==================== block 1
Figure 1. Met3 routing (block 1).
(4 px per um)
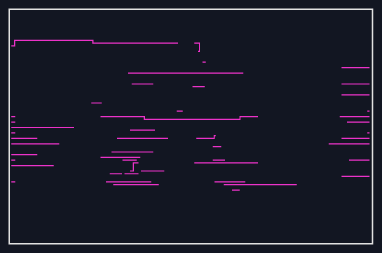

### src/rtl/fetch_stage.sv
// Instruction-fetch stage and IF/ID pipeline register for the 8-bit pipelined processor.
// Owns the PC, the fetched-instruction register, the two-byte immediate capture and interrupt latching.
module fetch_stage #(
  parameter int                PC_W      = 8,
  parameter logic [PC_W-1:0]   RESET_VEC = 8'h00,
  parameter logic [PC_W-1:0]   INT_VEC   = 8'h01
) (
  input  logic            clk,
  input  logic            rst,
  output logic [PC_W-1:0] instr_addr,
  input  logic [7:0]      instr_data,
  input  logic            PC_Write_En,
  input  logic            IF_ID_Write_En,
  input  logic            Inject_Int,
  input  logic            branch_taken,
  input  logic [PC_W-1:0] branch_target,
  input  logic            INTR,
  output logic            int_req,
  output logic [PC_W-1:0] int_ret_pc,
  output logic [3:0]      opcode,
  output logic [1:0]      ra,
  output logic [1:0]      rb,
  output logic [PC_W-1:0] if_id_pc1,
  output logic [7:0]      if_id_imm,
  output logic            if_id_valid
);

  logic [PC_W-1:0] pc_r;
  logic [PC_W-1:0] pc_inc_s;
  logic [PC_W-1:0] pc_next_s;
  logic [7:0]      instr_r;
  logic            valid_r;
  logic [PC_W-1:0] pc1_r;
  logic [7:0]      imm_r;
  logic            int_req_r;
  logic [PC_W-1:0] int_ret_pc_r;
  logic            flush_s;
  logic            int_accept_s;
  logic            imm_load_s;

  // Sequential increment wraps naturally at the PC width.
  assign pc_inc_s     = pc_r + PC_W'(1);
  assign flush_s      = branch_taken | Inject_Int;
  // A branch in the same cycle owns the PC, so the interrupt is not consumed.
  assign int_accept_s = Inject_Int & ~branch_taken;
  // Hold of IF/ID with the PC still moving means the second byte of a two-byte op is on the bus.
  assign imm_load_s   = ~IF_ID_Write_En & PC_Write_En & ~flush_s;

  // Next-PC selection: redirect, interrupt vector, hold, or sequential.
  always_comb begin
    pc_next_s = pc_inc_s;
    if (branch_taken) begin
      pc_next_s = branch_target;
    end else if (Inject_Int) begin
      pc_next_s = INT_VEC;
    end else if (!PC_Write_En) begin
      pc_next_s = pc_r;
    end else begin
      pc_next_s = pc_inc_s;
    end
  end

  // Program counter register.
  always_ff @(posedge clk) begin
    if (rst) begin
      pc_r <= RESET_VEC;
    end else begin
      pc_r <= pc_next_s;
    end
  end

  // IF/ID instruction, valid flag and return-address register.
  always_ff @(posedge clk) begin
    if (rst) begin
      instr_r <= 8'h00;
      valid_r <= 1'b0;
      pc1_r   <= {PC_W{1'b0}};
    end else if (flush_s) begin
      instr_r <= 8'h00;
      valid_r <= 1'b0;
    end else if (IF_ID_Write_En) begin
      instr_r <= instr_data;
      valid_r <= 1'b1;
      pc1_r   <= pc_inc_s;
    end else begin
      instr_r <= instr_r;
      valid_r <= valid_r;
      pc1_r   <= pc1_r;
    end
  end

  // Immediate byte capture for LDM/LDD/STD.
  always_ff @(posedge clk) begin
    if (rst) begin
      imm_r <= 8'h00;
    end else if (imm_load_s) begin
      imm_r <= instr_data;
    end else begin
      imm_r <= imm_r;
    end
  end

  // Interrupt request latch; a new INTR wins over a same-cycle acceptance.
  always_ff @(posedge clk) begin
    if (rst) begin
      int_req_r    <= 1'b0;
      int_ret_pc_r <= {PC_W{1'b0}};
    end else begin
      if (INTR) begin
        int_req_r <= 1'b1;
      end else if (int_accept_s) begin
        int_req_r <= 1'b0;
      end else begin
        int_req_r <= int_req_r;
      end
      if (int_accept_s) begin
        int_ret_pc_r <= pc_r;
      end else begin
        int_ret_pc_r <= int_ret_pc_r;
      end
    end
  end

  assign instr_addr  = pc_r;
  assign opcode      = instr_r[7:4];
  assign ra          = instr_r[3:2];
  assign rb          = instr_r[1:0];
  assign if_id_valid = valid_r;
  assign if_id_pc1   = pc1_r;
  assign if_id_imm   = imm_r;
  assign int_req     = int_req_r;
  assign int_ret_pc  = int_ret_pc_r;

endmodule
### config.mk
export PLATFORM = sky130hd
export DESIGN_NAME = fetch_stage
export DESIGN_NICKNAME = d
export VERILOG_FILES = /design/src/rtl/fetch_stage.sv
export SDC_FILE = /design/constraint.sdc
export NUM_CORES = 1
export LEC_CHECK = 0
export ABC_AREA = 1
export CORE_ASPECT_RATIO = 0.6
export CORE_MARGIN = 5
export CORE_UTILIZATION = 45
export CTS_CLUSTER_SIZE = 40
export DETAILED_ROUTE_END_ITERATION = 8
export GPL_ROUTABILITY_DRIVEN = 0
export PLACE_DENSITY = 0.89
export RECOVER_POWER = 50
export SYNTH_ARGS = -nofsm -noshare
export SYNTH_HDL_FRONTEND = slang
export SYNTH_SLANG_ARGS = --single-unit
export TNS_END_PERCENT = 50
### constraint.sdc
create_clock -name clk -period 3.54 [get_ports clk]
set_input_delay 1.062 -clock clk [delete_from_list [all_inputs] [get_ports clk]]
set_output_delay 1.062 -clock clk [all_outputs]
set_load 0.05 [all_outputs]
==================== block 2
[config.mk]
export PLATFORM = sky130hd
export DESIGN_NAME = priority_arbiter_rr
export DESIGN_NICKNAME = d
export VERILOG_FILES = /design/src/rtl/priority_arbiter_rr.sv
export SDC_FILE = /design/constraint.sdc
export NUM_CORES = 1
export LEC_CHECK = 0
export CORE_MARGIN = 2
export CORE_UTILIZATION = 45
export DETAILED_ROUTE_END_ITERATION = 10
export PLACE_DENSITY = 0.72
export RECOVER_POWER = 100
export SLEW_MARGIN = 40
export SYNTH_ARGS = -nofsm -noshare
export SYNTH_HDL_FRONTEND = slang
export SYNTH_SLANG_ARGS = --single-unit
[constraint.sdc]
create_clock -name clk -period 2.9 [get_ports clk]
set_input_delay 0.435 -clock clk [delete_from_list [all_inputs] [get_ports clk]]
set_output_delay 0.435 -clock clk [all_outputs]
set_load 0.005 [all_outputs]
[src/rtl/priority_arbiter_rr.sv]
// Registered N-way arbiter with run-time fixed-priority / round-robin modes.
// A grant is held until it is acknowledged or the winning requester withdraws.
module priority_arbiter_rr #(
   parameter  int unsigned N     = 8,
   localparam int unsigned IDX_W = $clog2(N)
) (
   input  logic             clk,
   input  logic             rst,
   input  logic             en,
   input  logic             mode,
   input  logic [N-1:0]     req,
   input  logic             ack,
   output logic [N-1:0]     gnt,
   output logic [IDX_W-1:0] idx,
   output logic             valid
);

   typedef enum logic {
      IDLE  = 1'b0,
      GRANT = 1'b1
   } state_t;

   state_t             state_q, state_d;
   logic [N-1:0]       gnt_q, gnt_d;
   logic [IDX_W-1:0]   idx_q, idx_d;
   logic               valid_q, valid_d;
   logic [IDX_W-1:0]   ptr_q, ptr_d;

   logic               ack_cycle;
   logic               any_req;
   logic [IDX_W-1:0]   ptr_after_ack;
   logic [IDX_W-1:0]   ptr_arb;
   logic [IDX_W-1:0]   fix_idx;
   logic [IDX_W-1:0]   rr_lo_idx;
   logic [IDX_W-1:0]   rr_ge_idx;
   logic               rr_ge_hit;
   logic [IDX_W-1:0]   win_idx;

   assign ack_cycle     = (state_q == GRANT) && ack;
   assign any_req       = |req;
   assign ptr_after_ack = (idx_q == IDX_W'(N - 1)) ? '0 : idx_q + IDX_W'(1);

   // Re-arbitration on an ack must already see the advanced pointer.
   assign ptr_arb = (ack_cycle && mode) ? ptr_after_ack : ptr_q;

   always_comb begin
      fix_idx   = '0;
      rr_lo_idx = '0;
      rr_ge_idx = '0;
      rr_ge_hit = 1'b0;
      for (int unsigned i = 0; i < N; i++) begin
         if (req[i]) fix_idx = IDX_W'(i);
      end
      // Descending scan: the last hit is the lowest set index.
      for (int unsigned i = N; i > 0; i--) begin
         if (req[i-1]) begin
            rr_lo_idx = IDX_W'(i - 1);
            if (IDX_W'(i - 1) >= ptr_arb) begin
               rr_ge_idx = IDX_W'(i - 1);
               rr_ge_hit = 1'b1;
            end
         end
      end
      if (mode) win_idx = rr_ge_hit ? rr_ge_idx : rr_lo_idx;
      else      win_idx = fix_idx;
   end

   always_comb begin
      state_d = state_q;
      gnt_d   = gnt_q;
      idx_d   = idx_q;
      valid_d = valid_q;
      ptr_d   = ptr_q;
      unique case (state_q)
         IDLE: begin
            if (en && any_req) begin
               state_d = GRANT;
               gnt_d   = N'(1) << win_idx;
               idx_d   = win_idx;
               valid_d = 1'b1;
            end
         end
         GRANT: begin
            if (ack) begin
               if (mode) ptr_d = ptr_after_ack;
               if (en && any_req) begin
                  gnt_d = N'(1) << win_idx;
                  idx_d = win_idx;
               end else begin
                  state_d = IDLE;
                  gnt_d   = '0;
                  idx_d   = '0;
                  valid_d = 1'b0;
               end
            end else if (!req[idx_q]) begin
               state_d = IDLE;
               gnt_d   = '0;
               idx_d   = '0;
               valid_d = 1'b0;
            end
         end
         default: state_d = IDLE;
      endcase
   end

   always_ff @(posedge clk) begin
      if (rst) begin
         state_q <= IDLE;
         gnt_q   <= '0;
         idx_q   <= '0;
         valid_q <= 1'b0;
         ptr_q   <= '0;
      end else begin
         state_q <= state_d;
         gnt_q   <= gnt_d;
         idx_q   <= idx_d;
         valid_q <= valid_d;
         ptr_q   <= ptr_d;
      end
   end

   assign gnt   = gnt_q;
   assign idx   = idx_q;
   assign valid = valid_q;

endmodule

Figure 2. Wire density map (block 1).
(4 px per um) The die is cut into 18 by 12 equal tiles; black is low, pale yellow is high, scaled to the fullest tile. Values are wire area over tile area, all layers added.
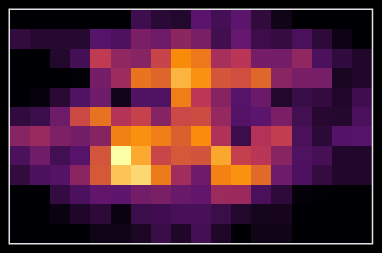
mean over tiles = 0.15
nearly empty tiles = 19%
densest ninth of the die = centre
emptiest ninth of the die = lower right
fullest tile = 0.59

## Picture notes: Figure 1
main direction = horizontal
share of all routed wire = 7.4%
wire length on this layer = 373 um
nets with wire on the layer = 41
longest straight run = 28.5 um

==> impl_metrics.xml, block 1 <==
<?xml version="1.0" encoding="UTF-8"?>
<metrics>
  <group name="outcome">
    <metric name="outcome" unit="">complete, no violations</metric>
  </group>
  <group name="detailed_routing">
    <metric name="met3_wire_length" unit="um">372</metric>
    <metric name="routed-wl-met2" unit="um">2269</metric>
  </group>
  <group name="power_and_ir_drop">
    <metric name="power_leakage" unit="uW">0.001079</metric>
  </group>
  <group name="finish">
    <metric name="syn2layout_area_growth" unit="%">42.02</metric>
    <metric name="logic_gates" unit="">159</metric>
    <metric name="layout.cells.non_filler" unit="">342</metric>
    <metric name="num-clock-buffers" unit="">6</metric>
  </group>
  <group name="clock_tree">
    <metric name="cts_resized" unit="">0</metric>
    <metric name="cts_buffer_depth" unit="">2</metric>
    <metric name="cts_made_buffers" unit="">5</metric>
  </group>
  <group name="die">
    <metric name="num_rows" unit="">17</metric>
    <metric name="fp-utilization" unit="">0.4723</metric>
  </group>
  <group name="yosys">
    <metric name="netlist_top_cells_area" unit="">dfxtp_1, a21oi_1, nand2_1</metric>
    <metric name="synth_top_cell_by_count" unit="">dfxtp_1</metric>
    <metric name="yosys_cells" unit="">230</metric>
    <metric name="yosys.cell_types.count" unit="">24</metric>
  </group>
  <group name="setup_path">
    <metric name="worstSetupStartpointType" unit="">primary input</metric>
    <metric name="path_delay_family" unit="">buffers and inverters</metric>
    <metric name="r2r-end" unit="">if_id_pc1[4]</metric>
    <metric name="regToRegStartpoint" unit="">instr_addr[0]</metric>
    <metric name="path_max_fanout" unit="">15</metric>
  </group>
  <group name="sta">
    <metric name="relSlewSlack" unit="">0.4166</metric>
    <metric name="post-route-min-period" unit="ns">2.787</metric>
  </group>
  <group name="placed_design">
    <metric name="place_hpwl" unit="um">3834</metric>
  </group>
  <group name="grt">
    <metric name="grtUsageTotal" unit="">0.1891</metric>
  </group>
</metrics>
block 1: placed cells by master, fill, tap and decap left out, types with 2 or more instances in the layout:
cell type         n
a21oi_1          34
clkbuf_8          5
clkdlybuf4s50_1  32
dfxtp_1          42
dlygate4sd3_1    32
inv_1            16
inv_2             2
inv_4             2
nand2_1          41
nand3_1           9
nor2_1           39
o21ai_0          20
o21ai_1           9
block 1: power breakdown:
| group | internal [uW] | switching [uW] |
|---|---|---|
| Clock | 210 | 167 |
| Sequential | 494 | 18.8 |
| Combinational | 75.7 | 146 |
| Total | 781 | 332 |
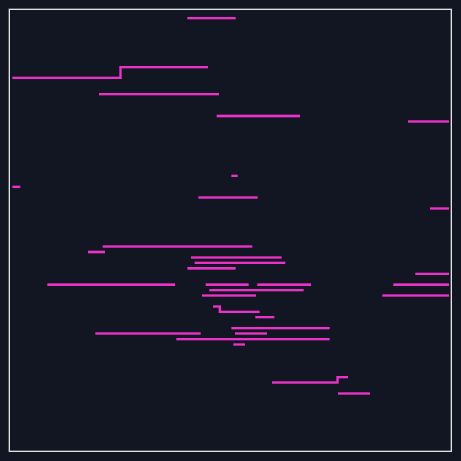
Figure 3: block 2, met3 routing.
(8 px per um)
wire length on this layer = 253 um
longest straight run = 18.9 um

==> impl_metrics.xml, block 2 <==
<?xml version="1.0" encoding="UTF-8"?>
<metrics>
  <group name="yosys">
    <metric name="yosys_cells" unit="">147</metric>
    <metric name="post-synth-top-area-cell" unit="">dfxtp_1</metric>
    <metric name="synth_simple_gate_area_share" unit="">0.2516</metric>
    <metric name="synth_sequential_area_ratio" unit="">0.2729</metric>
    <metric name="summed_instance_area_of_the_synthesized_netlist" unit="sq mm">0.001174</metric>
    <metric name="synth_top_flop_cell" unit="">dfxtp_1</metric>
    <metric name="synth.logic.top_family" unit="">AND-OR/OR-AND gates</metric>
    <metric name="netlist_top_cells_area" unit="">dfxtp_1, nand2_1, o21ai_0</metric>
  </group>
  <group name="finish">
    <metric name="layout.cells.non_filler" unit="">208</metric>
    <metric name="layout_top_cells" unit="">nand2_1, dfxtp_1, nor2_1, clkdlybuf4s50_1, dlygate4sd3_1</metric>
    <metric name="nFlopsAndLatches" unit="">16</metric>
    <metric name="layout.area.seq" unit="sq um">320.3</metric>
  </group>
  <group name="grt">
    <metric name="antenna_found_initial" unit="">0</metric>
    <metric name="global_route_wire_length_before_repair" unit="um">5230</metric>
    <metric name="grt_most_used_layer" unit="">met2</metric>
  </group>
  <group name="power_and_ir_drop">
    <metric name="power_density" unit="mW/mm^2">373.1</metric>
  </group>
  <group name="sta">
    <metric name="final.hold.worst_slack" unit="ns">0.4549</metric>
    <metric name="grt_setup_unrepaired" unit="">no</metric>
    <metric name="relSlewSlack" unit="">0.7076</metric>
  </group>
  <group name="detailed_routing">
    <metric name="post-route-drc-count" unit="">0</metric>
    <metric name="top_sig_layer" unit="">met4</metric>
    <metric name="dr_total_vias" unit="">1259</metric>
  </group>
  <group name="setup_path">
    <metric name="r2r-end" unit="">gnt[5]</metric>
    <metric name="critical_path.n_buffers_inverters" unit="">2</metric>
    <metric name="path_delay_family" unit="">AND-OR/OR-AND gates</metric>
    <metric name="worstRegToRegCells" unit="">8</metric>
  </group>
  <group name="outcome">
    <metric name="outcome" unit="">complete, no violations</metric>
  </group>
</metrics>
[block 2: worst reg2reg max path: stages, from the launching register on]
cell      delay [ns]
dfxtp_1         0.39
ha_1            0.23
ha_1            0.46
nand2_1         0.09
mux2_2          0.28
a221oi_1        0.40
o31ai_1         0.13
a21oi_1         0.34
o21ai_0         0.15
[block 2: power by group through the flow]
stage	sequential [uW]	combinational [uW]	clock (uW)
2_1_floorplan	248	101	0
3_3_place_gp	248	178	0
3_5_place_dp	249	181	0
4_1_cts	244	182	146
5_1_grt	245	195	157
6_report	243	177	142


==> screenshots <==
Clock wiring as the flow saved it.
image #1
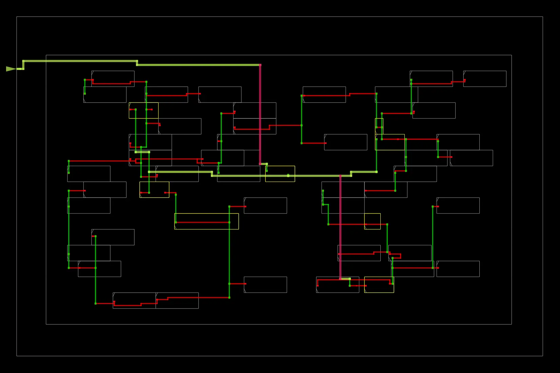
image #2
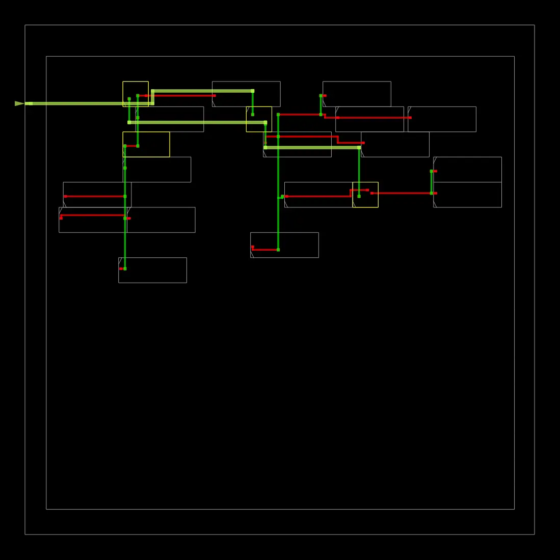
image #2 -> block 2
image #1 -> block 1

Power figures rest on the tool's default switching activity, not on a simulated workload.
